=== dpram_reader ===
==> dpram_reader/metal_density.png <==
22 x 22 tiles, from dark blue (low) to red (high), scaled to the fullest tile. Values are wire area over tile area, all layers added.
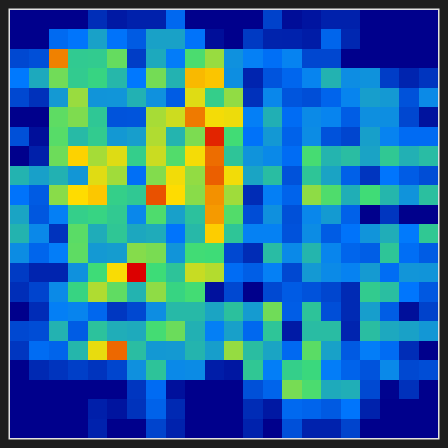

$ cat config.mk
export PLATFORM = sky130hd
export DESIGN_NAME = dpram_reader
export DESIGN_NICKNAME = d
export VERILOG_FILES = /design/src/rtl/dpram_pkg.sv /design/src/rtl/dpram_reader_fifo2.sv /design/src/rtl/dpram_reader.sv
export SDC_FILE = /design/constraint.sdc
export NUM_CORES = 1
export LEC_CHECK = 0
export CAP_MARGIN = 20
export CELL_PAD_IN_SITES_DETAIL_PLACEMENT = 0
export CELL_PAD_IN_SITES_GLOBAL_PLACEMENT = 2
export CORE_MARGIN = 4
export CORE_UTILIZATION = 32
export DETAILED_ROUTE_END_ITERATION = 10
export PLACE_DENSITY_LB_ADDON = 0.1
export SYNTH_ARGS = -nofsm -noshare
export SYNTH_HDL_FRONTEND = slang
export SYNTH_HIERARCHICAL = 1
export SYNTH_SLANG_ARGS = --single-unit
export TNS_END_PERCENT = 5
$ cat constraint.sdc
create_clock -name ck -period 3 [get_ports ck]
set_input_delay 0.45 -clock ck [delete_from_list [all_inputs] [get_ports ck]]
set_output_delay 0.45 -clock ck [all_outputs]
set_load 0.005 [all_outputs]
$ cat src/rtl/dpram_pkg.sv
// Shared constants and state encoding for the DPRAM read-side engine.
// Imported by dpram_reader and its output FIFO.
package dpram_pkg;

  localparam int AW_DEF    = 8;
  localparam int DW_DEF    = 16;
  localparam int DEPTH_DEF = 1 << AW_DEF;

  typedef enum logic [1:0] {
    ST_IDLE  = 2'd0,
    ST_RUN   = 2'd1,
    ST_FLUSH = 2'd2
  } rd_state_t;

  // Even parity over a stream word, for designs that carry a parity bit alongside.
  function automatic logic word_parity(input logic [DW_DEF:0] word);
    return ^word;
  endfunction

endpackage

$ cat src/rtl/dpram_reader_fifo2.sv
// Two-entry synchronous FIFO that buffers RAM read data (plus a last flag)
// between the one-cycle-latency read port and the valid/ready stream.
module fifo2
  import dpram_pkg::*;
#(
  parameter int W = DW_DEF + 1
) (
  input  logic         ck,
  input  logic         rst_n,
  input  logic         i_push,
  input  logic         i_pop,
  input  logic [W-1:0] i_data,
  output logic [W-1:0] o_data,
  output logic         o_full,
  output logic         o_empty,
  output logic [1:0]   o_occ
);

  logic [W-1:0] r_mem [2];
  logic         r_wr_ptr;
  logic         r_rd_ptr;
  logic [1:0]   r_occ;
  logic         w_do_push;
  logic         w_do_pop;

  assign w_do_pop  = i_pop && (r_occ != 2'd0);
  assign w_do_push = i_push && ((r_occ != 2'd2) || w_do_pop);

  // Storage, pointers and occupancy; a pop frees its slot for a push in the same cycle.
  always_ff @(posedge ck) begin
    if (!rst_n) begin
      r_mem[0] <= '0;
      r_mem[1] <= '0;
      r_wr_ptr <= 1'b0;
      r_rd_ptr <= 1'b0;
      r_occ    <= 2'd0;
    end else begin
      if (w_do_push) begin
        r_mem[r_wr_ptr] <= i_data;
        r_wr_ptr        <= ~r_wr_ptr;
      end
      if (w_do_pop) begin
        r_rd_ptr <= ~r_rd_ptr;
      end
      case ({w_do_push, w_do_pop})
        2'b10:   r_occ <= r_occ + 2'd1;
        2'b01:   r_occ <= r_occ - 2'd1;
        default: r_occ <= r_occ;
      endcase
    end
  end

  assign o_data  = r_mem[r_rd_ptr];
  assign o_full  = (r_occ == 2'd2);
  assign o_empty = (r_occ == 2'd0);
  assign o_occ   = r_occ;

endmodule

$ cat src/rtl/dpram_reader.sv
// Read-side burst engine for the DPRAM sample buffer: issues wrapping reads,
// absorbs the RAM read latency and presents words as a valid/ready stream.
module dpram_reader
  import dpram_pkg::*;
#(
  parameter int AW = AW_DEF,
  parameter int DW = DW_DEF
) (
  input  logic          ck,
  input  logic          rst_n,
  input  logic          start,
  input  logic [AW-1:0] base_addr,
  input  logic [AW:0]   count,
  output logic          busy,
  output logic          done,
  output logic [AW-1:0] raddr,
  output logic          re,
  input  logic [DW-1:0] rdata,
  output logic [DW-1:0] out_data,
  output logic          out_last,
  output logic          out_valid,
  input  logic          out_ready
);

  localparam logic [AW:0]   REM_ONE  = {{AW{1'b0}}, 1'b1};
  localparam logic [AW-1:0] ADDR_ONE = {{(AW-1){1'b0}}, 1'b1};

  rd_state_t   r_state;
  logic [AW-1:0] r_next_addr;
  logic [AW:0]   r_remaining;
  logic          r_inflight;
  logic          r_inflight_last;
  logic          r_done;

  logic [DW:0]   w_head;
  logic [1:0]    w_occ;
  logic          w_full;
  logic          w_empty;
  logic          w_pop;
  logic          w_credit;
  logic          w_re;
  logic          w_issue_last;

  assign w_pop        = !w_empty && out_ready;
  assign w_issue_last = (r_remaining == REM_ONE);

  // Credit: FIFO words plus the in-flight read, less this cycle's pop, must stay below two.
  always_comb begin
    w_credit = 1'b0;
    if (w_full) begin
      w_credit = w_pop && !r_inflight;
    end else if (r_inflight) begin
      w_credit = (w_occ == 2'd0) || w_pop;
    end else begin
      w_credit = 1'b1;
    end
  end

  assign w_re = (r_state == ST_RUN) && (r_remaining != '0) && w_credit;

  fifo2 #(
    .W(DW + 1)
  ) u_fifo (
    .ck      (ck),
    .rst_n   (rst_n),
    .i_push  (r_inflight),
    .i_pop   (w_pop),
    .i_data  ({r_inflight_last, rdata}),
    .o_data  (w_head),
    .o_full  (w_full),
    .o_empty (w_empty),
    .o_occ   (w_occ)
  );

  // Burst FSM with address/count bookkeeping and the completion pulse.
  always_ff @(posedge ck) begin
    if (!rst_n) begin
      r_state         <= ST_IDLE;
      r_next_addr     <= '0;
      r_remaining     <= '0;
      r_inflight      <= 1'b0;
      r_inflight_last <= 1'b0;
      r_done          <= 1'b0;
    end else begin
      r_done          <= 1'b0;
      r_inflight      <= w_re;
      r_inflight_last <= w_re && w_issue_last;
      case (r_state)
        ST_IDLE: begin
          if (start) begin
            if (count != '0) begin
              r_state     <= ST_RUN;
              r_next_addr <= base_addr;
              r_remaining <= count;
            end else begin
              r_done <= 1'b1;
            end
          end
        end
        ST_RUN: begin
          if (w_re) begin
            r_next_addr <= r_next_addr + ADDR_ONE;
            r_remaining <= r_remaining - REM_ONE;
            if (w_issue_last) begin
              r_state <= ST_FLUSH;
            end
          end
        end
        ST_FLUSH: begin
          // The word tagged last can only drain once every read has been issued.
          if (w_pop && w_head[DW]) begin
            r_state <= ST_IDLE;
            r_done  <= 1'b1;
          end
        end
        default: begin
          r_state <= ST_IDLE;
        end
      endcase
    end
  end

  assign busy      = (r_state != ST_IDLE);
  assign done      = r_done;
  assign raddr     = r_next_addr;
  assign re        = w_re;
  assign out_data  = w_head[DW-1:0];
  assign out_last  = w_head[DW];
  assign out_valid = !w_empty;

endmodule

=== sim_uart_transmitter ===
## src/rtl/sim_uart_transmitter.sv

```systemverilog
// 8N1 UART transmitter with a circular write FIFO.
// Bytes leave LSB first; back-to-back frames have no idle gap.
module sim_uart_transmitter #(
    parameter int P_CLOCK_DIV    = 434,
    parameter int P_FIFO_DEPTH   = 16,
    parameter int P_FIFO_DEPTH_N = 4
) (
    input  logic                      iCLOCK,
    input  logic                      inRESET,
    input  logic                      iTX_REQ,
    input  logic [7:0]                iTX_DATA,
    output logic                      oTX_FULL,
    output logic                      oTX_EMPTY,
    output logic [P_FIFO_DEPTH_N:0]   oTX_COUNT,
    output logic                      oUART_TXD
);

    localparam int N  = P_FIFO_DEPTH_N;
    localparam int BW = (P_CLOCK_DIV > 1) ? $clog2(P_CLOCK_DIV) : 1;
    localparam logic [BW-1:0] BAUD_LAST = BW'(P_CLOCK_DIV - 1);
    localparam logic [N:0]    DEPTH     = (N+1)'(P_FIFO_DEPTH);

    typedef enum logic [1:0] {
        IDLE,
        START,
        DATA,
        STOP
    } state_t;

    state_t          state_q, state_d;
    logic [BW-1:0]   baud_q, baud_d;
    logic [2:0]      bit_q, bit_d;
    logic [7:0]      shift_q, shift_d;
    logic            txd_q, txd_d;
    logic [N:0]      count_q, count_d;
    logic [N-1:0]    wptr_q, wptr_d;
    logic [N-1:0]    rptr_q, rptr_d;
    logic            full_q, full_d;
    logic            empty_q, empty_d;
    logic [7:0]      mem_q [P_FIFO_DEPTH];
    logic            wr;
    logic            pop;
    logic            term;

    always_comb begin
        state_d = state_q;
        baud_d  = baud_q;
        bit_d   = bit_q;
        shift_d = shift_q;
        pop     = 1'b0;
        wr      = iTX_REQ && !full_q;
        term    = (baud_q == BAUD_LAST);

        unique case (state_q)
            IDLE: begin
                if (count_q != '0) begin
                    pop     = 1'b1;
                    shift_d = mem_q[rptr_q];
                    baud_d  = '0;
                    state_d = START;
                end
            end
            START: begin
                if (term) begin
                    baud_d  = '0;
                    bit_d   = '0;
                    state_d = DATA;
                end else begin
                    baud_d = baud_q + BW'(1);
                end
            end
            DATA: begin
                if (term) begin
                    baud_d = '0;
                    if (bit_q == 3'd7) begin
                        state_d = STOP;
                    end else begin
                        bit_d   = bit_q + 3'd1;
                        shift_d = {1'b0, shift_q[7:1]};
                    end
                end else begin
                    baud_d = baud_q + BW'(1);
                end
            end
            STOP: begin
                if (term) begin
                    baud_d = '0;
                    // Chain straight into the next start bit when data waits
                    if (count_q != '0) begin
                        pop     = 1'b1;
                        shift_d = mem_q[rptr_q];
                        state_d = START;
                    end else begin
                        state_d = IDLE;
                    end
                end else begin
                    baud_d = baud_q + BW'(1);
                end
            end
            default: state_d = IDLE;
        endcase

        unique case (state_d)
            START:   txd_d = 1'b0;
            DATA:    txd_d = shift_d[0];
            default: txd_d = 1'b1;
        endcase

        wptr_d = wr  ? wptr_q + 1'b1 : wptr_q;
        rptr_d = pop ? rptr_q + 1'b1 : rptr_q;

        unique case ({wr, pop})
            2'b10:   count_d = count_q + 1'b1;
            2'b01:   count_d = count_q - 1'b1;
            default: count_d = count_q;
        endcase

        full_d  = (count_d == DEPTH);
        empty_d = (count_d == '0) && (state_d == IDLE);
    end

    always_ff @(posedge iCLOCK or negedge inRESET) begin
        if (!inRESET) begin
            state_q <= IDLE;
            baud_q  <= '0;
            bit_q   <= '0;
            shift_q <= '0;
            txd_q   <= 1'b1;
            count_q <= '0;
            wptr_q  <= '0;
            rptr_q  <= '0;
            full_q  <= 1'b0;
            empty_q <= 1'b1;
        end else begin
            state_q <= state_d;
            baud_q  <= baud_d;
            bit_q   <= bit_d;
            shift_q <= shift_d;
            txd_q   <= txd_d;
            count_q <= count_d;
            wptr_q  <= wptr_d;
            rptr_q  <= rptr_d;
            full_q  <= full_d;
            empty_q <= empty_d;
        end
    end

    always_ff @(posedge iCLOCK) begin
        if (wr) begin
            mem_q[wptr_q] <= iTX_DATA;
        end
    end

    assign oTX_FULL  = full_q;
    assign oTX_EMPTY = empty_q;
    assign oTX_COUNT = count_q;
    assign oUART_TXD = txd_q;

endmodule

```

## config.mk

```make
export PLATFORM = sky130hd
export DESIGN_NAME = sim_uart_transmitter
export DESIGN_NICKNAME = d
export VERILOG_FILES = /design/src/rtl/sim_uart_transmitter.sv
export SDC_FILE = /design/constraint.sdc
export NUM_CORES = 1
export LEC_CHECK = 0
export ABC_AREA = 1
export CORE_AREA = 2 2 119 121
export CTS_CLUSTER_DIAMETER = 120
export DETAILED_ROUTE_END_ITERATION = 10
export DIE_AREA = 0 0 121 123
export PLACE_DENSITY = 0.72
export SKIP_LAST_GASP = 1
export SYNTH_ARGS = -nofsm -noshare
export SYNTH_HDL_FRONTEND = slang
export SYNTH_SLANG_ARGS = --single-unit
export TNS_END_PERCENT = 10
```

## constraint.sdc

```tcl
create_clock -name iCLOCK -period 7.3 [get_ports iCLOCK]
set_input_delay 1.46 -clock iCLOCK [delete_from_list [all_inputs] [get_ports iCLOCK]]
set_output_delay 1.46 -clock iCLOCK [all_outputs]
set_load 0.01 [all_outputs]
```

=== hilo_muldiv ===
`config.mk`:
```
export PLATFORM = sky130hd
export DESIGN_NAME = hilo_muldiv
export DESIGN_NICKNAME = d
export VERILOG_FILES = /design/src/rtl/hilo_pkg.sv /design/src/rtl/muldiv_iter.sv /design/src/rtl/hilo_muldiv.sv
export SDC_FILE = /design/constraint.sdc
export NUM_CORES = 1
export LEC_CHECK = 0
export CORE_MARGIN = 3
export CORE_UTILIZATION = 32
export DETAILED_ROUTE_END_ITERATION = 16
export GPL_ROUTABILITY_DRIVEN = 0
export SYNTH_ARGS = -nofsm -noshare
export SYNTH_HDL_FRONTEND = slang
export SYNTH_SLANG_ARGS = --single-unit
export TNS_END_PERCENT = 5
```
`constraint.sdc`:
```
create_clock -name clk -period 4.7 [get_ports clk]
set_input_delay 0.705 -clock clk [delete_from_list [all_inputs] [get_ports clk]]
set_output_delay 0.705 -clock clk [all_outputs]
set_load 0.03 [all_outputs]
```
`src/rtl/hilo_pkg.sv`:
```
`default_nettype none
// ============================================================================
//  Module      : hilo_pkg
//  Description : Shared definitions for the HI/LO multiply/divide unit:
//                operand width, iteration count, operation encodings used by
//                the decoder and the FSM state encoding.
//  Revision    : 1.0 - initial release
// ============================================================================
package hilo_pkg;

    localparam int HILO_WIDTH = 32;
    localparam int HILO_ITERS = 32;

    // Operation encodings shared with the instruction decoder.
    // Codes 3'd6 and 3'd7 are unused and ignored by the unit.
    typedef enum logic [2:0] {
        OP_MULT  = 3'd0,
        OP_MULTU = 3'd1,
        OP_DIV   = 3'd2,
        OP_DIVU  = 3'd3,
        OP_MTHI  = 3'd4,
        OP_MTLO  = 3'd5
    } hilo_op_t;

    typedef enum logic [1:0] {
        ST_IDLE  = 2'd0,
        ST_CALC  = 2'd1,
        ST_FIXUP = 2'd2
    } hilo_state_t;

endpackage : hilo_pkg
`default_nettype wire

```
`src/rtl/muldiv_iter.sv`:
```
`default_nettype none
// ============================================================================
//  Module      : muldiv_iter
//  Description : One-bit-per-step datapath for unsigned multiply (shift-add
//                into a 2*WIDTH accumulator) and unsigned restoring divide
//                (WIDTH+1 bit partial remainder, quotient shifted into the
//                low half of the accumulator).
//  Ports       : clk, reset    - clock, synchronous active-high reset
//                load          - capture operand magnitudes and mode
//                step          - perform one iteration
//                is_div        - mode captured on load (1 = divide)
//                a_mag, b_mag  - multiplicand/dividend, multiplier/divisor
//                product       - 2*WIDTH product
//                quotient      - WIDTH quotient
//                remainder     - WIDTH remainder
//  Revision    : 1.0 - initial release
// ============================================================================
module muldiv_iter #(
    parameter int WIDTH = 32
) (
    input  logic                 clk,
    input  logic                 reset,
    input  logic                 load,
    input  logic                 step,
    input  logic                 is_div,
    input  logic [WIDTH-1:0]     a_mag,
    input  logic [WIDTH-1:0]     b_mag,
    output logic [2*WIDTH-1:0]   product,
    output logic [WIDTH-1:0]     quotient,
    output logic [WIDTH-1:0]     remainder
);

    // Multiply: r_acc = {partial product high, multiplier shifting out}.
    // Divide  : r_acc[WIDTH-1:0] holds the dividend shifting out at the top
    //           while quotient bits shift in at the bottom.
    logic [2*WIDTH-1:0] r_acc;
    logic [WIDTH:0]     r_rem;
    logic [WIDTH-1:0]   r_operand;   // multiplicand or divisor
    logic               r_is_div;

    logic [WIDTH:0]     w_sum;
    logic [WIDTH+1:0]   w_shift;
    logic [WIDTH+1:0]   w_diff;

    // Carry out of the upper-half add is kept so the right shift folds it in.
    assign w_sum   = {1'b0, r_acc[2*WIDTH-1:WIDTH]} + {1'b0, r_operand};
    // Extra guard bit on the trial subtraction gives a clean sign bit.
    assign w_shift = {r_rem, r_acc[WIDTH-1]};
    assign w_diff  = w_shift - {2'b00, r_operand};

    always_ff @(posedge clk) begin
        if (reset) begin
            r_acc     <= '0;
            r_rem     <= '0;
            r_operand <= '0;
            r_is_div  <= 1'b0;
        end else if (load) begin
            r_is_div  <= is_div;
            r_operand <= is_div ? b_mag : a_mag;
            r_acc     <= {{WIDTH{1'b0}}, (is_div ? a_mag : b_mag)};
            r_rem     <= '0;
        end else if (step) begin
            if (r_is_div) begin
                // Restore on a negative trial result, otherwise keep it.
                r_rem            <= w_diff[WIDTH+1] ? w_shift[WIDTH:0] : w_diff[WIDTH:0];
                r_acc[WIDTH-1:0] <= {r_acc[WIDTH-2:0], ~w_diff[WIDTH+1]};
            end else if (r_acc[0]) begin
                r_acc <= {w_sum, r_acc[WIDTH-1:1]};
            end else begin
                r_acc <= {1'b0, r_acc[2*WIDTH-1:1]};
            end
        end
    end

    assign product   = r_acc;
    assign quotient  = r_acc[WIDTH-1:0];
    assign remainder = r_rem[WIDTH-1:0];

endmodule : muldiv_iter
`default_nettype wire

```
`src/rtl/hilo_muldiv.sv`:
```
`default_nettype none
// ============================================================================
//  Module      : hilo_muldiv
//  Description : Multi-cycle multiply/divide unit owning the architectural
//                HI and LO registers. MULT/MULTU/DIV/DIVU take a fixed 33
//                cycles (32 iterations + sign fix-up/write); MTHI/MTLO write
//                in one cycle.
//  Ports       : clk, reset  - clock, synchronous active-high reset
//                start, op   - request valid (sampled when not busy), opcode
//                A, B        - rs / rt operands, captured at accept
//                busy        - iterative operation in flight
//                done        - one-cycle pulse, HI/LO hold the new result
//                HI, LO      - architectural HI/LO registers
//  Revision    : 1.0 - initial release
// ============================================================================
module hilo_muldiv
    import hilo_pkg::*;
#(
    parameter int WIDTH = HILO_WIDTH
) (
    input  logic             clk,
    input  logic             reset,
    input  logic             start,
    input  logic [2:0]       op,
    input  logic [WIDTH-1:0] A,
    input  logic [WIDTH-1:0] B,
    output logic             busy,
    output logic             done,
    output logic [WIDTH-1:0] HI,
    output logic [WIDTH-1:0] LO
);

    localparam int c_cnt_w = $clog2(HILO_ITERS + 1);
    localparam logic [c_cnt_w-1:0] c_last = c_cnt_w'(HILO_ITERS - 1);

    hilo_state_t        r_state;
    logic [c_cnt_w-1:0] r_cnt;
    logic [WIDTH-1:0]   r_hi;
    logic [WIDTH-1:0]   r_lo;
    logic               r_busy;
    logic               r_done;
    logic               r_is_div;
    logic               r_neg_res;    // sign(A) != sign(B) on a signed op
    logic               r_neg_rem;    // A negative on a signed op
    logic               r_div_zero;
    logic [WIDTH-1:0]   r_a_raw;      // unmodified dividend for divide by zero

    hilo_op_t           w_op;
    logic               w_is_iter;
    logic               w_is_div;
    logic               w_is_signed;
    logic               w_a_neg;
    logic               w_b_neg;
    logic [WIDTH-1:0]   w_a_mag;
    logic [WIDTH-1:0]   w_b_mag;
    logic               w_load;
    logic               w_step;

    logic [2*WIDTH-1:0] w_prod;
    logic [WIDTH-1:0]   w_quo;
    logic [WIDTH-1:0]   w_rem;
    logic [2*WIDTH-1:0] w_prod_fix;
    logic [WIDTH-1:0]   w_quo_fix;
    logic [WIDTH-1:0]   w_rem_fix;

    assign w_op = hilo_op_t'(op);

    always_comb begin
        w_is_iter   = 1'b0;
        w_is_div    = 1'b0;
        w_is_signed = 1'b0;
        case (w_op)
            OP_MULT:  begin w_is_iter = 1'b1; w_is_signed = 1'b1; end
            OP_MULTU: begin w_is_iter = 1'b1; end
            OP_DIV:   begin w_is_iter = 1'b1; w_is_div = 1'b1; w_is_signed = 1'b1; end
            OP_DIVU:  begin w_is_iter = 1'b1; w_is_div = 1'b1; end
            default:  ;
        endcase
    end

    assign w_a_neg = w_is_signed & A[WIDTH-1];
    assign w_b_neg = w_is_signed & B[WIDTH-1];
    assign w_a_mag = w_a_neg ? (-A) : A;
    assign w_b_mag = w_b_neg ? (-B) : B;

    assign w_load = (r_state == ST_IDLE) && start && w_is_iter;
    assign w_step = (r_state == ST_CALC);

    muldiv_iter #(
        .WIDTH (WIDTH)
    ) u_iter (
        .clk       (clk),
        .reset     (reset),
        .load      (w_load),
        .step      (w_step),
        .is_div    (w_is_div),
        .a_mag     (w_a_mag),
        .b_mag     (w_b_mag),
        .product   (w_prod),
        .quotient  (w_quo),
        .remainder (w_rem)
    );

    // Sign correction. The most-negative / -1 case needs no special path:
    // the magnitude quotient 2^(WIDTH-1) negates back onto itself.
    assign w_prod_fix = r_neg_res  ? (-w_prod) : w_prod;
    assign w_quo_fix  = r_div_zero ? {WIDTH{1'b1}} : (r_neg_res ? (-w_quo) : w_quo);
    assign w_rem_fix  = r_div_zero ? r_a_raw : (r_neg_rem ? (-w_rem) : w_rem);

    always_ff @(posedge clk) begin
        if (reset) begin
            r_state    <= ST_IDLE;
            r_cnt      <= '0;
            r_hi       <= '0;
            r_lo       <= '0;
            r_busy     <= 1'b0;
            r_done     <= 1'b0;
            r_is_div   <= 1'b0;
            r_neg_res  <= 1'b0;
            r_neg_rem  <= 1'b0;
            r_div_zero <= 1'b0;
            r_a_raw    <= '0;
        end else begin
            r_done <= 1'b0;
            case (r_state)
                ST_IDLE: begin
                    if (start) begin
                        if (w_is_iter) begin
                            r_is_div   <= w_is_div;
                            r_neg_res  <= w_a_neg ^ w_b_neg;
                            r_neg_rem  <= w_a_neg;
                            r_div_zero <= w_is_div && (B == '0);
                            r_a_raw    <= A;
                            r_cnt      <= '0;
                            r_busy     <= 1'b1;
                            r_state    <= ST_CALC;
                        end else if (w_op == OP_MTHI) begin
                            r_hi   <= A;
                            r_done <= 1'b1;
                        end else if (w_op == OP_MTLO) begin
                            r_lo   <= A;
                            r_done <= 1'b1;
                        end
                    end
                end
                ST_CALC: begin
                    r_cnt <= r_cnt + 1'b1;
                    if (r_cnt == c_last) begin
                        r_state <= ST_FIXUP;
                    end
                end
                ST_FIXUP: begin
                    if (r_is_div) begin
                        r_hi <= w_rem_fix;
                        r_lo <= w_quo_fix;
                    end else begin
                        r_hi <= w_prod_fix[2*WIDTH-1:WIDTH];
                        r_lo <= w_prod_fix[WIDTH-1:0];
                    end
                    r_busy  <= 1'b0;
                    r_done  <= 1'b1;
                    r_state <= ST_IDLE;
                end
                default: begin
                    r_busy  <= 1'b0;
                    r_state <= ST_IDLE;
                end
            endcase
        end
    end

    assign busy = r_busy;
    assign done = r_done;
    assign HI   = r_hi;
    assign LO   = r_lo;

endmodule : hilo_muldiv
`default_nettype wire
```
=== nibble_serial_add_sub_ctrl ===
**src/rtl/add_sub_pkg.sv**
```systemverilog
// Shared types and constants for the nibble-serial add/sub controller and its 4-bit slice.
package add_sub_pkg;

    typedef enum logic [1:0] {
        ST_IDLE = 2'd0,
        ST_RUN  = 2'd1,
        ST_DONE = 2'd2
    } state_t;

    localparam int   NIBBLE_W = 4;
    localparam logic MODE_ADD = 1'b0;
    localparam logic MODE_SUB = 1'b1;

endpackage

```
**src/rtl/add_sub_nibble.sv**
```systemverilog
// Combinational 4-bit add/sub slice with explicit carry-in so nibbles can be chained.
module add_sub_nibble
    import add_sub_pkg::*;
(
    input  logic [NIBBLE_W-1:0] a,
    input  logic [NIBBLE_W-1:0] b,
    input  logic                m,
    input  logic                c_in,
    output logic [NIBBLE_W-1:0] s,
    output logic                c_out,
    output logic                v
);

    logic [NIBBLE_W-1:0] b_x;
    logic [NIBBLE_W:0]   c;

    always_comb begin
        b_x  = b ^ {NIBBLE_W{m}};
        c    = '0;
        s    = '0;
        c[0] = c_in;
        for (int i = 0; i < NIBBLE_W; i++) begin
            s[i]   = a[i] ^ b_x[i] ^ c[i];
            c[i+1] = (a[i] & b_x[i]) | (a[i] & c[i]) | (b_x[i] & c[i]);
        end
        c_out = c[NIBBLE_W];
        // Signed overflow: carry into the MSB disagrees with carry out of it.
        v     = c[NIBBLE_W-1] ^ c[NIBBLE_W];
    end

endmodule

```
**src/rtl/nibble_serial_add_sub_ctrl.sv**
```systemverilog
// WIDTH-bit add/sub sequenced one nibble per clock through a shared slice, LSB first.
// start->done latency NIB+1 cycles; start accepted only while ready (IDLE/DONE), never queued in RUN.
module nibble_serial_add_sub_ctrl
    import add_sub_pkg::*;
#(
    parameter int WIDTH = 16
) (
    input  logic             clk,
    input  logic             rst,
    input  logic             start,
    input  logic             m,
    input  logic [WIDTH-1:0] a,
    input  logic [WIDTH-1:0] b,
    output logic             ready,
    output logic             busy,
    output logic             done,
    output logic [WIDTH-1:0] result,
    output logic             c_out,
    output logic             ovf,
    output logic             zero
);

    localparam int NIB   = WIDTH / NIBBLE_W;
    localparam int IDX_W = (NIB > 1) ? $clog2(NIB) : 1;

    state_t             state_q, state_d;
    logic [IDX_W-1:0]   idx_q, idx_d;
    logic               carry_q, carry_d;
    logic [WIDTH-1:0]   a_w_q, a_w_d;
    logic [WIDTH-1:0]   b_w_q, b_w_d;
    logic               m_w_q, m_w_d;
    logic [WIDTH-1:0]   sum_q, sum_d;
    logic [WIDTH-1:0]   result_q, result_d;
    logic               c_out_q, c_out_d;
    logic               ovf_q, ovf_d;
    logic               zero_q, zero_d;

    logic [NIBBLE_W-1:0] nib_a, nib_b, nib_s;
    logic                nib_c, nib_v;
    logic                accept, last;

    assign nib_a  = a_w_q[idx_q*NIBBLE_W +: NIBBLE_W];
    assign nib_b  = b_w_q[idx_q*NIBBLE_W +: NIBBLE_W];
    assign accept = start && (state_q != ST_RUN);
    assign last   = (state_q == ST_RUN) && (idx_q == IDX_W'(NIB - 1));

    add_sub_nibble u_slice (
        .a     (nib_a),
        .b     (nib_b),
        .m     (m_w_q),
        .c_in  (carry_q),
        .s     (nib_s),
        .c_out (nib_c),
        .v     (nib_v)
    );

    // State register
    always_ff @(posedge clk or posedge rst) begin
        if (rst) begin
            state_q <= ST_IDLE;
        end else begin
            state_q <= state_d;
        end
    end

    // Next-state logic
    always_comb begin
        state_d = state_q;
        case (state_q)
            ST_IDLE: if (start) state_d = ST_RUN;
            ST_RUN:  if (last)  state_d = ST_DONE;
            ST_DONE: state_d = start ? ST_RUN : ST_IDLE;
            default: state_d = ST_IDLE;
        endcase
    end

    // Outputs decoded from registered state only
    always_comb begin
        ready = (state_q != ST_RUN);
        busy  = (state_q == ST_RUN);
        done  = (state_q == ST_DONE);
    end

    assign result = result_q;
    assign c_out  = c_out_q;
    assign ovf    = ovf_q;
    assign zero   = zero_q;

    always_comb begin
        idx_d    = idx_q;
        carry_d  = carry_q;
        a_w_d    = a_w_q;
        b_w_d    = b_w_q;
        m_w_d    = m_w_q;
        sum_d    = sum_q;
        result_d = result_q;
        c_out_d  = c_out_q;
        ovf_d    = ovf_q;
        zero_d   = zero_q;
        if (accept) begin
            // Carry-in of m turns the inverted b into its two's complement.
            a_w_d   = a;
            b_w_d   = b;
            m_w_d   = m;
            carry_d = m;
            idx_d   = '0;
            sum_d   = '0;
        end else if (state_q == ST_RUN) begin
            sum_d[idx_q*NIBBLE_W +: NIBBLE_W] = nib_s;
            carry_d = nib_c;
            idx_d   = idx_q + IDX_W'(1);
            if (last) begin
                idx_d    = '0;
                result_d = sum_d;
                c_out_d  = nib_c;
                ovf_d    = nib_v;
                zero_d   = (sum_d == '0);
            end
        end
    end

    always_ff @(posedge clk or posedge rst) begin
        if (rst) begin
            idx_q    <= '0;
            carry_q  <= 1'b0;
            a_w_q    <= '0;
            b_w_q    <= '0;
            m_w_q    <= 1'b0;
            sum_q    <= '0;
            result_q <= '0;
            c_out_q  <= 1'b0;
            ovf_q    <= 1'b0;
            zero_q   <= 1'b0;
        end else begin
            idx_q    <= idx_d;
            carry_q  <= carry_d;
            a_w_q    <= a_w_d;
            b_w_q    <= b_w_d;
            m_w_q    <= m_w_d;
            sum_q    <= sum_d;
            result_q <= result_d;
            c_out_q  <= c_out_d;
            ovf_q    <= ovf_d;
            zero_q   <= zero_d;
        end
    end

endmodule

```
**config.mk**
```make
export PLATFORM = sky130hd
export DESIGN_NAME = nibble_serial_add_sub_ctrl
export DESIGN_NICKNAME = d
export VERILOG_FILES = /design/src/rtl/add_sub_pkg.sv /design/src/rtl/add_sub_nibble.sv /design/src/rtl/nibble_serial_add_sub_ctrl.sv
export SDC_FILE = /design/constraint.sdc
export NUM_CORES = 1
export LEC_CHECK = 0
export CAP_MARGIN = 5
export CELL_PAD_IN_SITES_DETAIL_PLACEMENT = 1
export CELL_PAD_IN_SITES_GLOBAL_PLACEMENT = 1
export CORE_MARGIN = 1.5
export CORE_UTILIZATION = 35
export DETAILED_ROUTE_END_ITERATION = 6
export PLACE_DENSITY = 0.77
export SLEW_MARGIN = 10
export SYNTH_ARGS = -nofsm -noshare
export SYNTH_HDL_FRONTEND = slang
export SYNTH_SLANG_ARGS = --single-unit
```
**constraint.sdc**
```tcl
create_clock -name clk -period 4.31 [get_ports clk]
set_input_delay 0.862 -clock clk [delete_from_list [all_inputs] [get_ports clk]]
set_output_delay 0.862 -clock clk [all_outputs]
set_load 0.02 [all_outputs]
```
==> nibble_serial_add_sub_ctrl/clk_routes.png <==
Bar = 20 um.
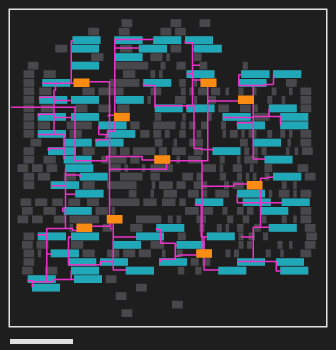
[flip-flops] cyan | count: 69
[clock wires] magenta | length: 857 um
[clock drivers] orange | count: 9
flops lie: spread over the die
routed clock nets: 10
Clk Latency, worst-skew pair: 350 ps
final worst clock skew: 7.004 ps

==> deck_impl_summary.md, nibble_serial_add_sub_ctrl <==
Run Summary

Worst setup path
  • Arrival time at the worst endpoint: 3930 ps
  • Worst Setup SP: idx_q[0]
  • Delay contributed by the slowest stage of the critical path: 590 ps

Floorplanning
  • Area of the core: 0.009240 mm^2
  • Number of placement rows: 35

CTS
  • Number of post-CTS setup repair buffers: 0
  • Clock Path Buffers: 2

Pwr
  • Sw Share: 41.98%
  • Clock group power: 0.000532 W
  • P_leak: 1.785 nW

STA
  • Number of pins with negative max-slew slack in the final report: 0
  • RSZ-0062 raised after global routing: false

Drt
  • Average detailed-routed wire length per instance: 16.35 um
  • Aggregate routed wire length: 7471 um

Synthesis
  • Cell count after synthesis: 267
  • Yosys reg bits: 69
  • Post-Syn Area: 0.003342 mm^2
  • Synth Flop Type: dfrtp_1

Outcome
  • Result of the run: finished clean

Placement
  • Number of port buffers: 57
  • Weighted congestion at the end of routability-driven global placement: 0.8025

Layout
  • Most common library cell in the layout ignoring fill and taps: dfrtp_1

GRT
  • M2 GR Usage: 25.88%
## nibble_serial_add_sub_ctrl: layout make-up
| type | count | area (um^2) |
|---|---|---|
| inverter | 15 | 56.30 |
| clock buffer | 11 | 141.4 |
| sequential | 69 | 1727 |
| timing repair buffer | 62 | 608.1 |
| fill | 989 | 5034 |
| multi-input combinational | 166 | 1453 |
| tap | 129 | 161.4 |
| clock inverter | 5 | 60.06 |
## nibble_serial_add_sub_ctrl: cells in the mapped netlist (3+ instances only)
| cell type | n |
|---|---|
| a31oi_1 | 4 |
| and4bb_1 | 4 |
| buf_2 | 6 |
| buf_4 | 3 |
| clkbuf_1 | 4 |
| dfrtp_1 | 69 |
| fa_1 | 4 |
| ha_1 | 5 |
| inv_1 | 14 |
| mux2_2 | 34 |
| mux2i_1 | 4 |
| mux4_1 | 4 |
| mux4_2 | 4 |
| nand2_1 | 23 |
| nand3_1 | 9 |
| nand4_1 | 3 |
| nor2b_1 | 7 |
| o21ai_0 | 28 |
| xnor2_1 | 3 |
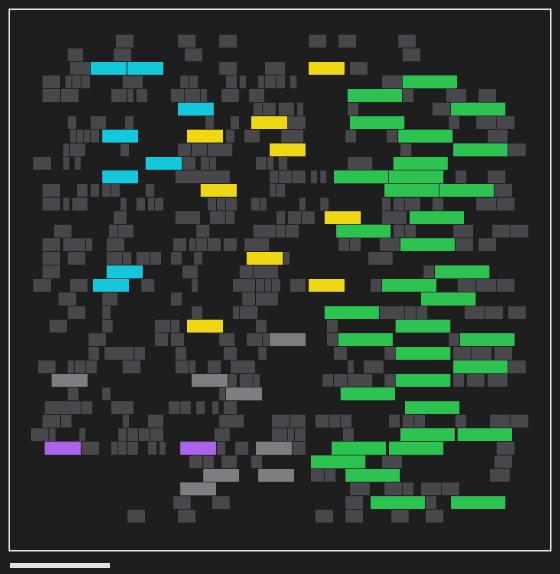
(dpram_reader/flops_by_reg.png)
Bar = 20 um.
| signal | colour | flops |
|---|---|---|
| raddr | cyan | 8 |
| u_fifo/o_occ | purple | 2 |
| u_fifo/r_mem | green | 34 |
| r_remaining | yellow | 9 |
not coloured: 8
post-layout util: 43.02%
fraction of area in registers: 37.13%

## Picture notes: dpram_reader/metal_density.png
tiles over half the peak: 16%
fullest tile: 0.38
mean over tiles: 0.11
nearly empty tiles: 14%
GRT Overall Usage: 14.58%
via count: 2,537

==> deck_impl_summary.md, dpram_reader <==
Run Summary

Drt
  • Count of antenna-violating nets left after detailed routing: 0
  • Aggregate routed wire length: 8104 um
  • DRC Markers: 0

Synthesis
  • Dominant combinational cell family by area after synthesis: simple AND/OR/NAND/NOR gates
  • Mean Syn Cell Area: 10.55 um^2
  • Share of the synthesized netlist area taken by xor and xnor gates: 0.5445%
  • Area reported by Yosys stat: 0.003217 mm^2
  • Ranking of synthesized cells by area: edfxtp_1 (32%), dfxtp_1 (17%), and2_1 (7.2%), mux2_2 (6.0%), a21oi_1 (2.5%)
  • Yosys cell count: 305
  • Fraction of synthesized area in multiplexers: 6.573%
  • Share of synthesized registers carrying an async set or reset: 0%

GRT
  • Total congestion overflow: 0
  • Vias in the first global route: 2,536

Pwr
  • Clock group share of total power: 33.3%
  • Total net switching power: 0.0005958 W
  • Overall power consumption: 0.002178 W
  • Areal power density over the cells: 518.0 mW/mm^2

Placement
  • Number of cells in the design after placement: 498
  • Half-perimeter wire length of the detailed placement result: 5675 um

Worst setup path
  • FF-to-FF path depth: 6
  • Source of the worst register-to-register timing path: u_fifo/o_occ[1]

Flow run
  • Max-Cap Viols: 0

CTS
  • Number of post-CTS setup repair buffers: 0
  • Root buf cell: clkbuf_8

STA
  • Final worst clock skew: 9.904 ps
  • Final worst-path cycle share: 88.06%

Outcome
  • Result of the run: finished clean

Min path
  • Class of the worst hold path: reg2reg

Layout
  • Most common library cell in the layout ignoring fill and taps: clkdlybuf4s50_1
  • Most frequently placed logic cells in the final layout: clkdlybuf4s50_1 (65), and2_1 (37), edfxtp_1 (34)
==> dpram_reader: how the worst max path moves through the flow <==
stage,from,to,slack [ps],cells past startpoint
global placement,out_ready,u_fifo/r_mem[0][2],420,6
floorplan,u_fifo/o_occ[1],u_fifo/r_mem[0][0],210,7
CTS,u_fifo/o_occ[1],re,320,5
finish,u_fifo/o_occ[1],re,360,5
detailed placement,out_ready,u_fifo/r_mem[0][13],390,6
global route,u_fifo/o_occ[1],re,140,5
==> dpram_reader: critical path, cell delays in order (launching register included) <==
cell and delay, ps:
dfxtp_1 500, nor2_1 100, nand2b_1 250, a211oi_4 310, and3_1 200, clkdlybuf4s50_1 500
==> dpram_reader: layout make-up <==
| type | count | area (um^2) |
|---|---|---|
| inverter | 8 | 30.03 |
| fill | 972 | 5569 |
| tap | 133 | 166.4 |
| sequential | 61 | 1562 |
| timing repair buffer | 79 | 755.7 |
| clock inverter | 5 | 51.30 |
| clock buffer | 11 | 141.4 |
| multi-input combinational | 217 | 1499 |
==> dpram_reader: layer usage <==
metal  vias to the layer above  wire, um  global-route usage [%]
li1                       1281         -                       -
met1                      1194      3928                   20.30
met2                        60      3709                   22.11
met3                         2       426                   4.179
met4                         0        40                   4.058
met5                         -         0                       0
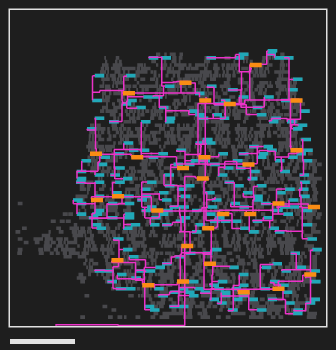
(hilo_muldiv/clk_routes.png)
Bar = 50 um.
[flip-flops] cyan | count: 240
[clock wires] magenta | length: 3,760 um
[clock drivers] orange | count: 29
routed clock nets: 30
final worst clock skew: 17.26 ps
Clk Latency, worst-skew pair: 590 ps
clock group power: 0.00222 W

==> deck_impl_summary.md, hilo_muldiv <==
Run Summary

Layout
  • Net count, final: 2,544
  • Post-route standard cell area excluding fillers: 0.02065 mm^2
  • Filler cells: 5,681
  • Area of the multi-input gates: 0.01213 mm^2
  • Most frequently placed logic cells in the final layout: nand2_1 (280), a21oi_1 (267), dfxtp_1 (236)
  • Number of signal-net buffers in the layout: 172
  • Most common library cell in the layout ignoring fill and taps: nand2_1
  • Register cell area after layout: 0.004810 mm^2
  • Layout cells sized above 1: 5.574%

GRT
  • Met1 usage in global routing: 29.46%
  • Antenna violations before repair: 6
  • GRT Overall Usage: 22.29%

STA
  • Worst hold margin: 456.7 ps
  • Number of pins with negative max-slew slack in the final report: 0
  • Final worst-path cycle share: 86.31%
  • Timing-limited maximum frequency: 246.5 MHz
  • Number of setup violations in the final report: 0
  • Worst-Margin Slew: 905.8 ps

Flow run
  • Max-Cap Viols: 0
  • OpenROAD warning count: 29

Drt
  • Count of antenna-violating nets left after detailed routing: 0
  • DRT iter0 DRCs: 2,068

CTS
  • Clock Path Buffers: 3
  • CTS H-tree lvls: 1

Pwr
  • P_leak: 7.430 nW
  • Areal power density over the cells: 284.2 mW/mm^2

Worst setup path
  • Worst-path cell chain: or4_4 -> or4_4 -> or4b_4 -> or4_4 -> or4_4 -> and4b_1 -> or3_1 -> o22ai_2

Floorplanning
  • Die Outline Area: 0.05857 mm^2
  • I/O pins: 136

Outcome
  • Result of the run: finished clean

Synthesis
  • Fraction of the mapped netlist area in adder cells: 5.068%
  • Yosys reg bits: 240
  • Post-Syn Area: 0.01782 mm^2

Min path
  • Hold endpoint: r_a_raw[1]
## hilo_muldiv: registers in the layout, indices dropped and copies added (netlist names)
register / count
r_neg_rem: 1
busy: 1
r_neg_res: 1
u_iter.product: 64
r_state: 2
r_cnt: 6
u_iter.r_is_div: 1
r_a_raw: 32
LO: 32
r_div_zero: 1
done: 1
u_iter.r_operand: 32
u_iter.r_rem: 33
r_is_div: 1
HI: 32
## hilo_muldiv: Yosys cell counts, types with 53 or more instances
master / number / share of area (%)
xnor2_1: 108 / 5.3
xor2_1: 91 / 4.5
mux2i_1: 92 / 5.2
dfxtp_1: 240 / 27
clkbuf_1: 157 / 3.3
nor2_1: 201 / 4.2
a21oi_1: 268 / 7.5
nand2_1: 280 / 5.9
inv_1: 58 / 1.2
ha_1: 69 / 4.8
a211oi_1: 57 / 2.4
nor3_1: 53 / 1.5
o21ai_0: 152 / 4.3
o211ai_1: 70 / 2.9
## hilo_muldiv: power by group
part / internal, W / switching [W] / total [W]
combinational: 0.000521 / 0.000858 / 0.00138
sequential: 0.00213 / 0.000148 / 0.00227
clock: 0.00126 / 0.000954 / 0.00222
total: 0.00391 / 0.00196 / 0.00587
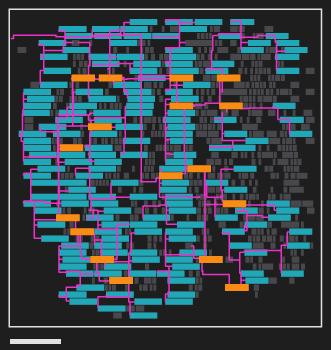
(sim_uart_transmitter/clk_routes.png)
Bar = 20 um.
[flip-flops] cyan | count: 166
[clock wires] magenta | length: 1,690 um
[clock drivers] orange | count: 17
routed clock nets: 18
flops lie: spread over the die
final worst clock skew: 10.95 ps
clock group share of total power: 36.8%

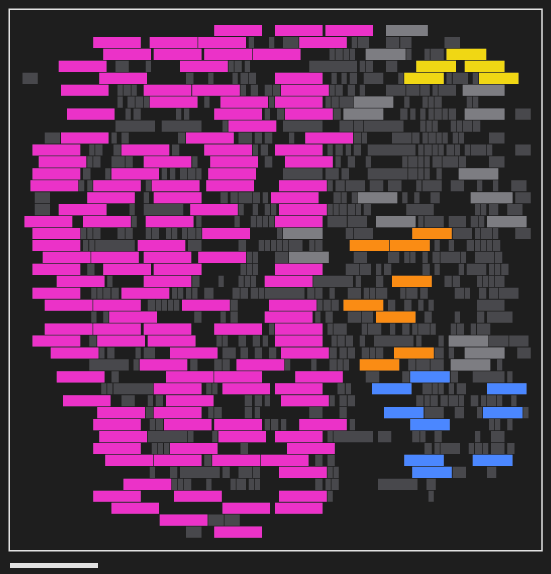
(sim_uart_transmitter/flops_by_reg.png)
Bar = 20 um.
| signal | colour | flops |
|---|---|---|
| mem_q | magenta | 128 |
| shift_q | orange | 8 |
| baud_q | blue | 9 |
| oTX_COUNT | yellow | 5 |
not coloured: 16
register cell area after layout: 0.004798 mm^2
post-layout util: 60.85%
power of the sequential group: 0.00117 W

==> deck_impl_summary.md, sim_uart_transmitter <==
Run Summary

STA
  • Period minus WS final: 3587 ps
  • Setup tns final: 0 ps

Drt
  • DRC Markers: 0
  • Via-to-Cell Ratio: 5.662

Outcome
  • Result of the run: finished clean

CTS
  • Clock tree from TritonCTS: built

Synthesis
  • Cell type with the highest aggregate area in the netlist: edfxtp_1
  • Ranking of synthesized cells by area: edfxtp_1 (52%), dfrtp_1 (12%), nand2_1 (8.0%), nand3_1 (6.2%), ha_1 (2.9%)
  • Mean Syn Cell Area: 10.87 um^2

Placement
  • Half-perimeter wire length of the detailed placement result: 10,090 um
  • Number of port buffers: 18

Min path
  • Start point of the worst hold path: bit_q[1]

GRT
  • Total congestion overflow: 0
  • Met1 usage in global routing: 29.17%

Floorplanning
  • I/O pins: 19

Layout
  • Layout cells sized above 1: 8.487%
## sim_uart_transmitter: report_power, final
part	internal [W]	switching [W]
sequential	0.00112	0.0000518
combinational	0.000102	0.000211
clock	0.000505	0.000359
## sim_uart_transmitter: final cells by class
cell class / count / area [um^2]
flip-flops and latches: 166 / 4798
inverters: 50 / 188.9
repair buffers: 21 / 197.7
fillers: 1090 / 5329
well taps: 180 / 225.2
multi-input cells: 438 / 2293
clock inverters: 15 / 153.9
clock buffers: 17 / 425.4
## sim_uart_transmitter: sequential cells by signal, indices dropped and copies added, names as in the netlist, 2 cells and up
register and cells:
mem_q 128, baud_q 9, shift_q 8, oTX_COUNT 5, rptr_q 4, wptr_q 4
bit_q 3, state_q 2
## sim_uart_transmitter: per-stage QoR
stage,hold WS [ps],cells,total power (W),cell area [um^2]
global placement,483.5,855,0.001481,7704
floorplan,449.2,680,0.001369,7390
global route,524.2,887,0.002446,8283
detailed placement,490.8,855,0.001496,7704
finish,510.9,887,0.002348,8283
CTS,512.5,887,0.002362,8283
## sim_uart_transmitter: logic make-up (layout without fill, tap and decap cells)
family	after synthesis	after routing
compound gates	86	86
xor+xnor	13	13
fa+ha+maj	17	17
buf+inv	76	103
flops	166	166
simple gates	322	322


==> gallery <==
Cell sizes after repair.
picture 1
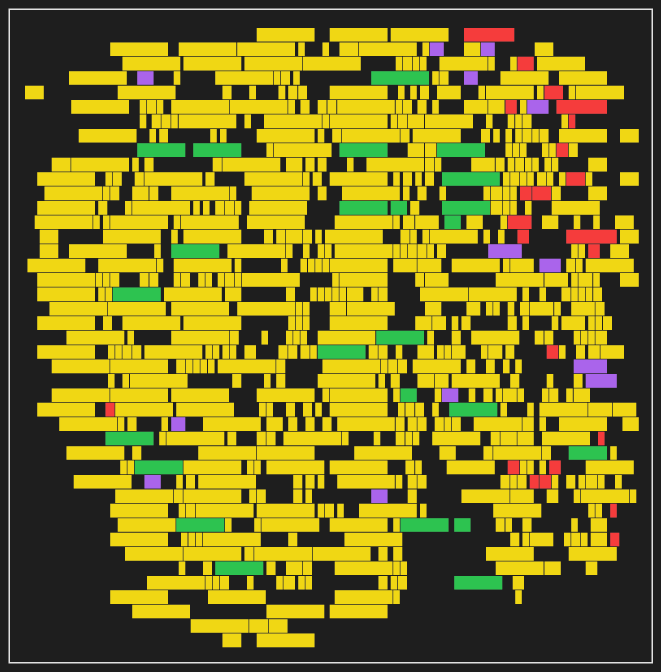
picture 2
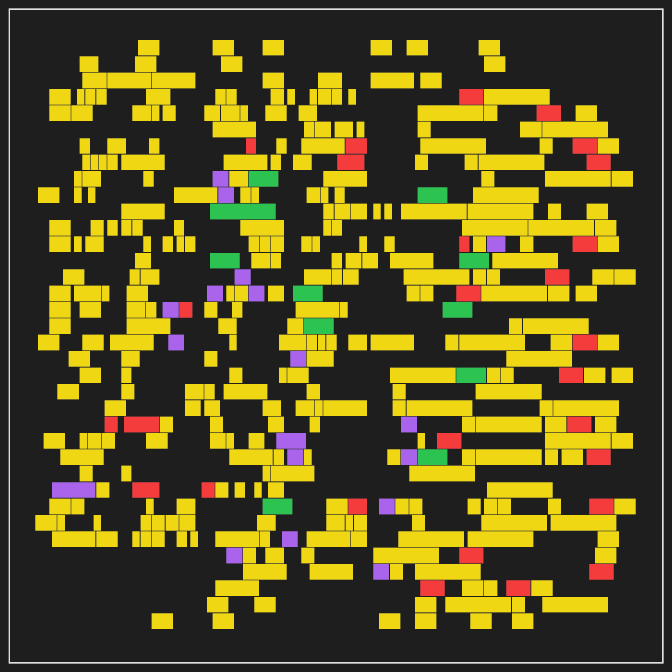
picture 3
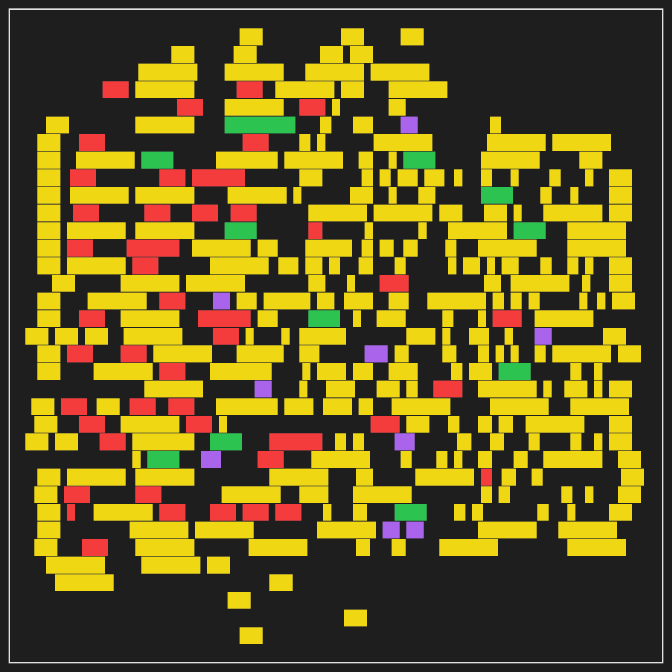
picture 4
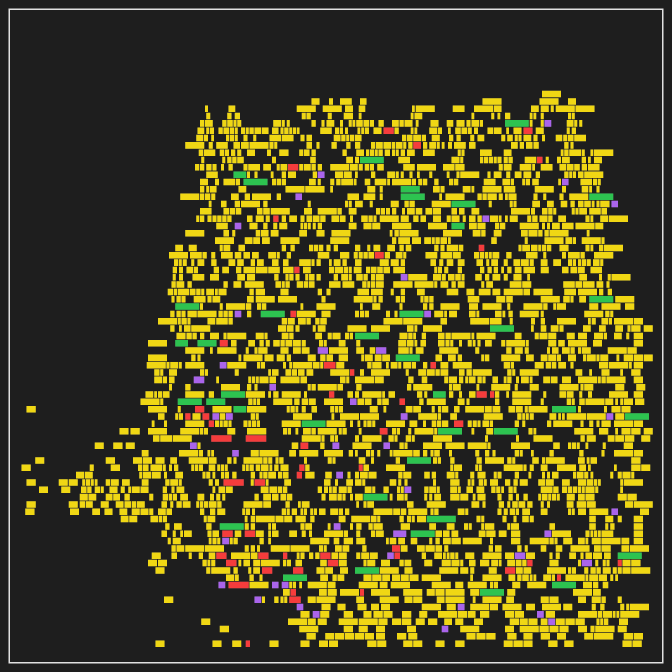
The one with the most cells is picture 4.
Picture 2 comes from dpram_reader.
Picture 3 comes from nibble_serial_add_sub_ctrl.
Picture 4 comes from hilo_muldiv.
Picture 1 comes from sim_uart_transmitter.

Key to picture 2:
| size | colour | cells |
|---|---|---|
| _2 cells | red | 27 |
| _0 and _1 cells | yellow | 325 |
| _6 and larger | green | 11 |
| _3 and _4 cells | purple | 18 |


==> layout pictures side by side <==
Cell placement.
shot_01.png
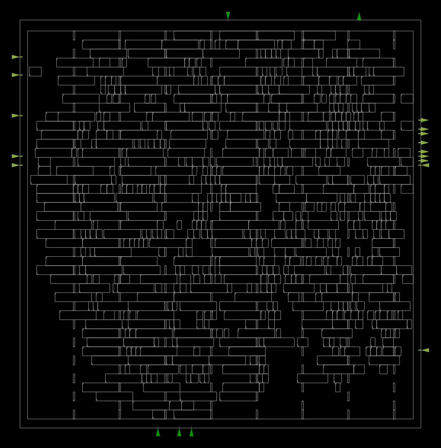
shot_02.png
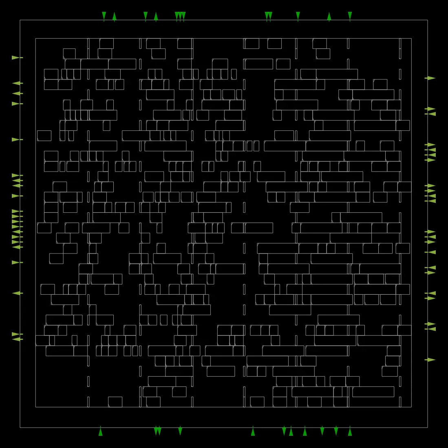
shot_03.png
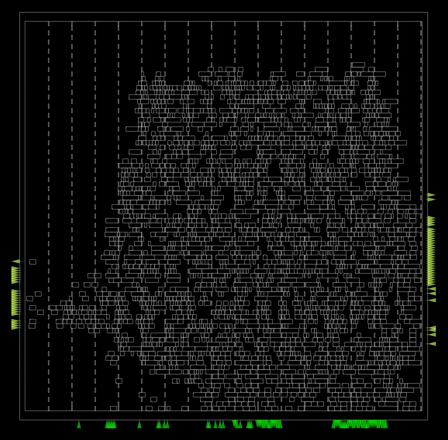
shot_04.png
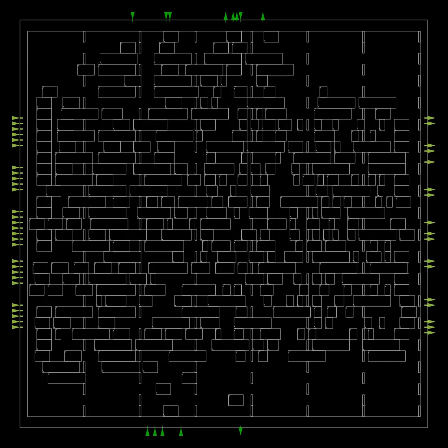
shot_03.png: hilo_muldiv
shot_01.png: sim_uart_transmitter
shot_02.png: dpram_reader
shot_04.png: nibble_serial_add_sub_ctrl
Of these, highest utilization: shot_01.png
Of these, most cells: shot_03.png

Power figures rest on the tool's default switching activity, not on a simulated workload.
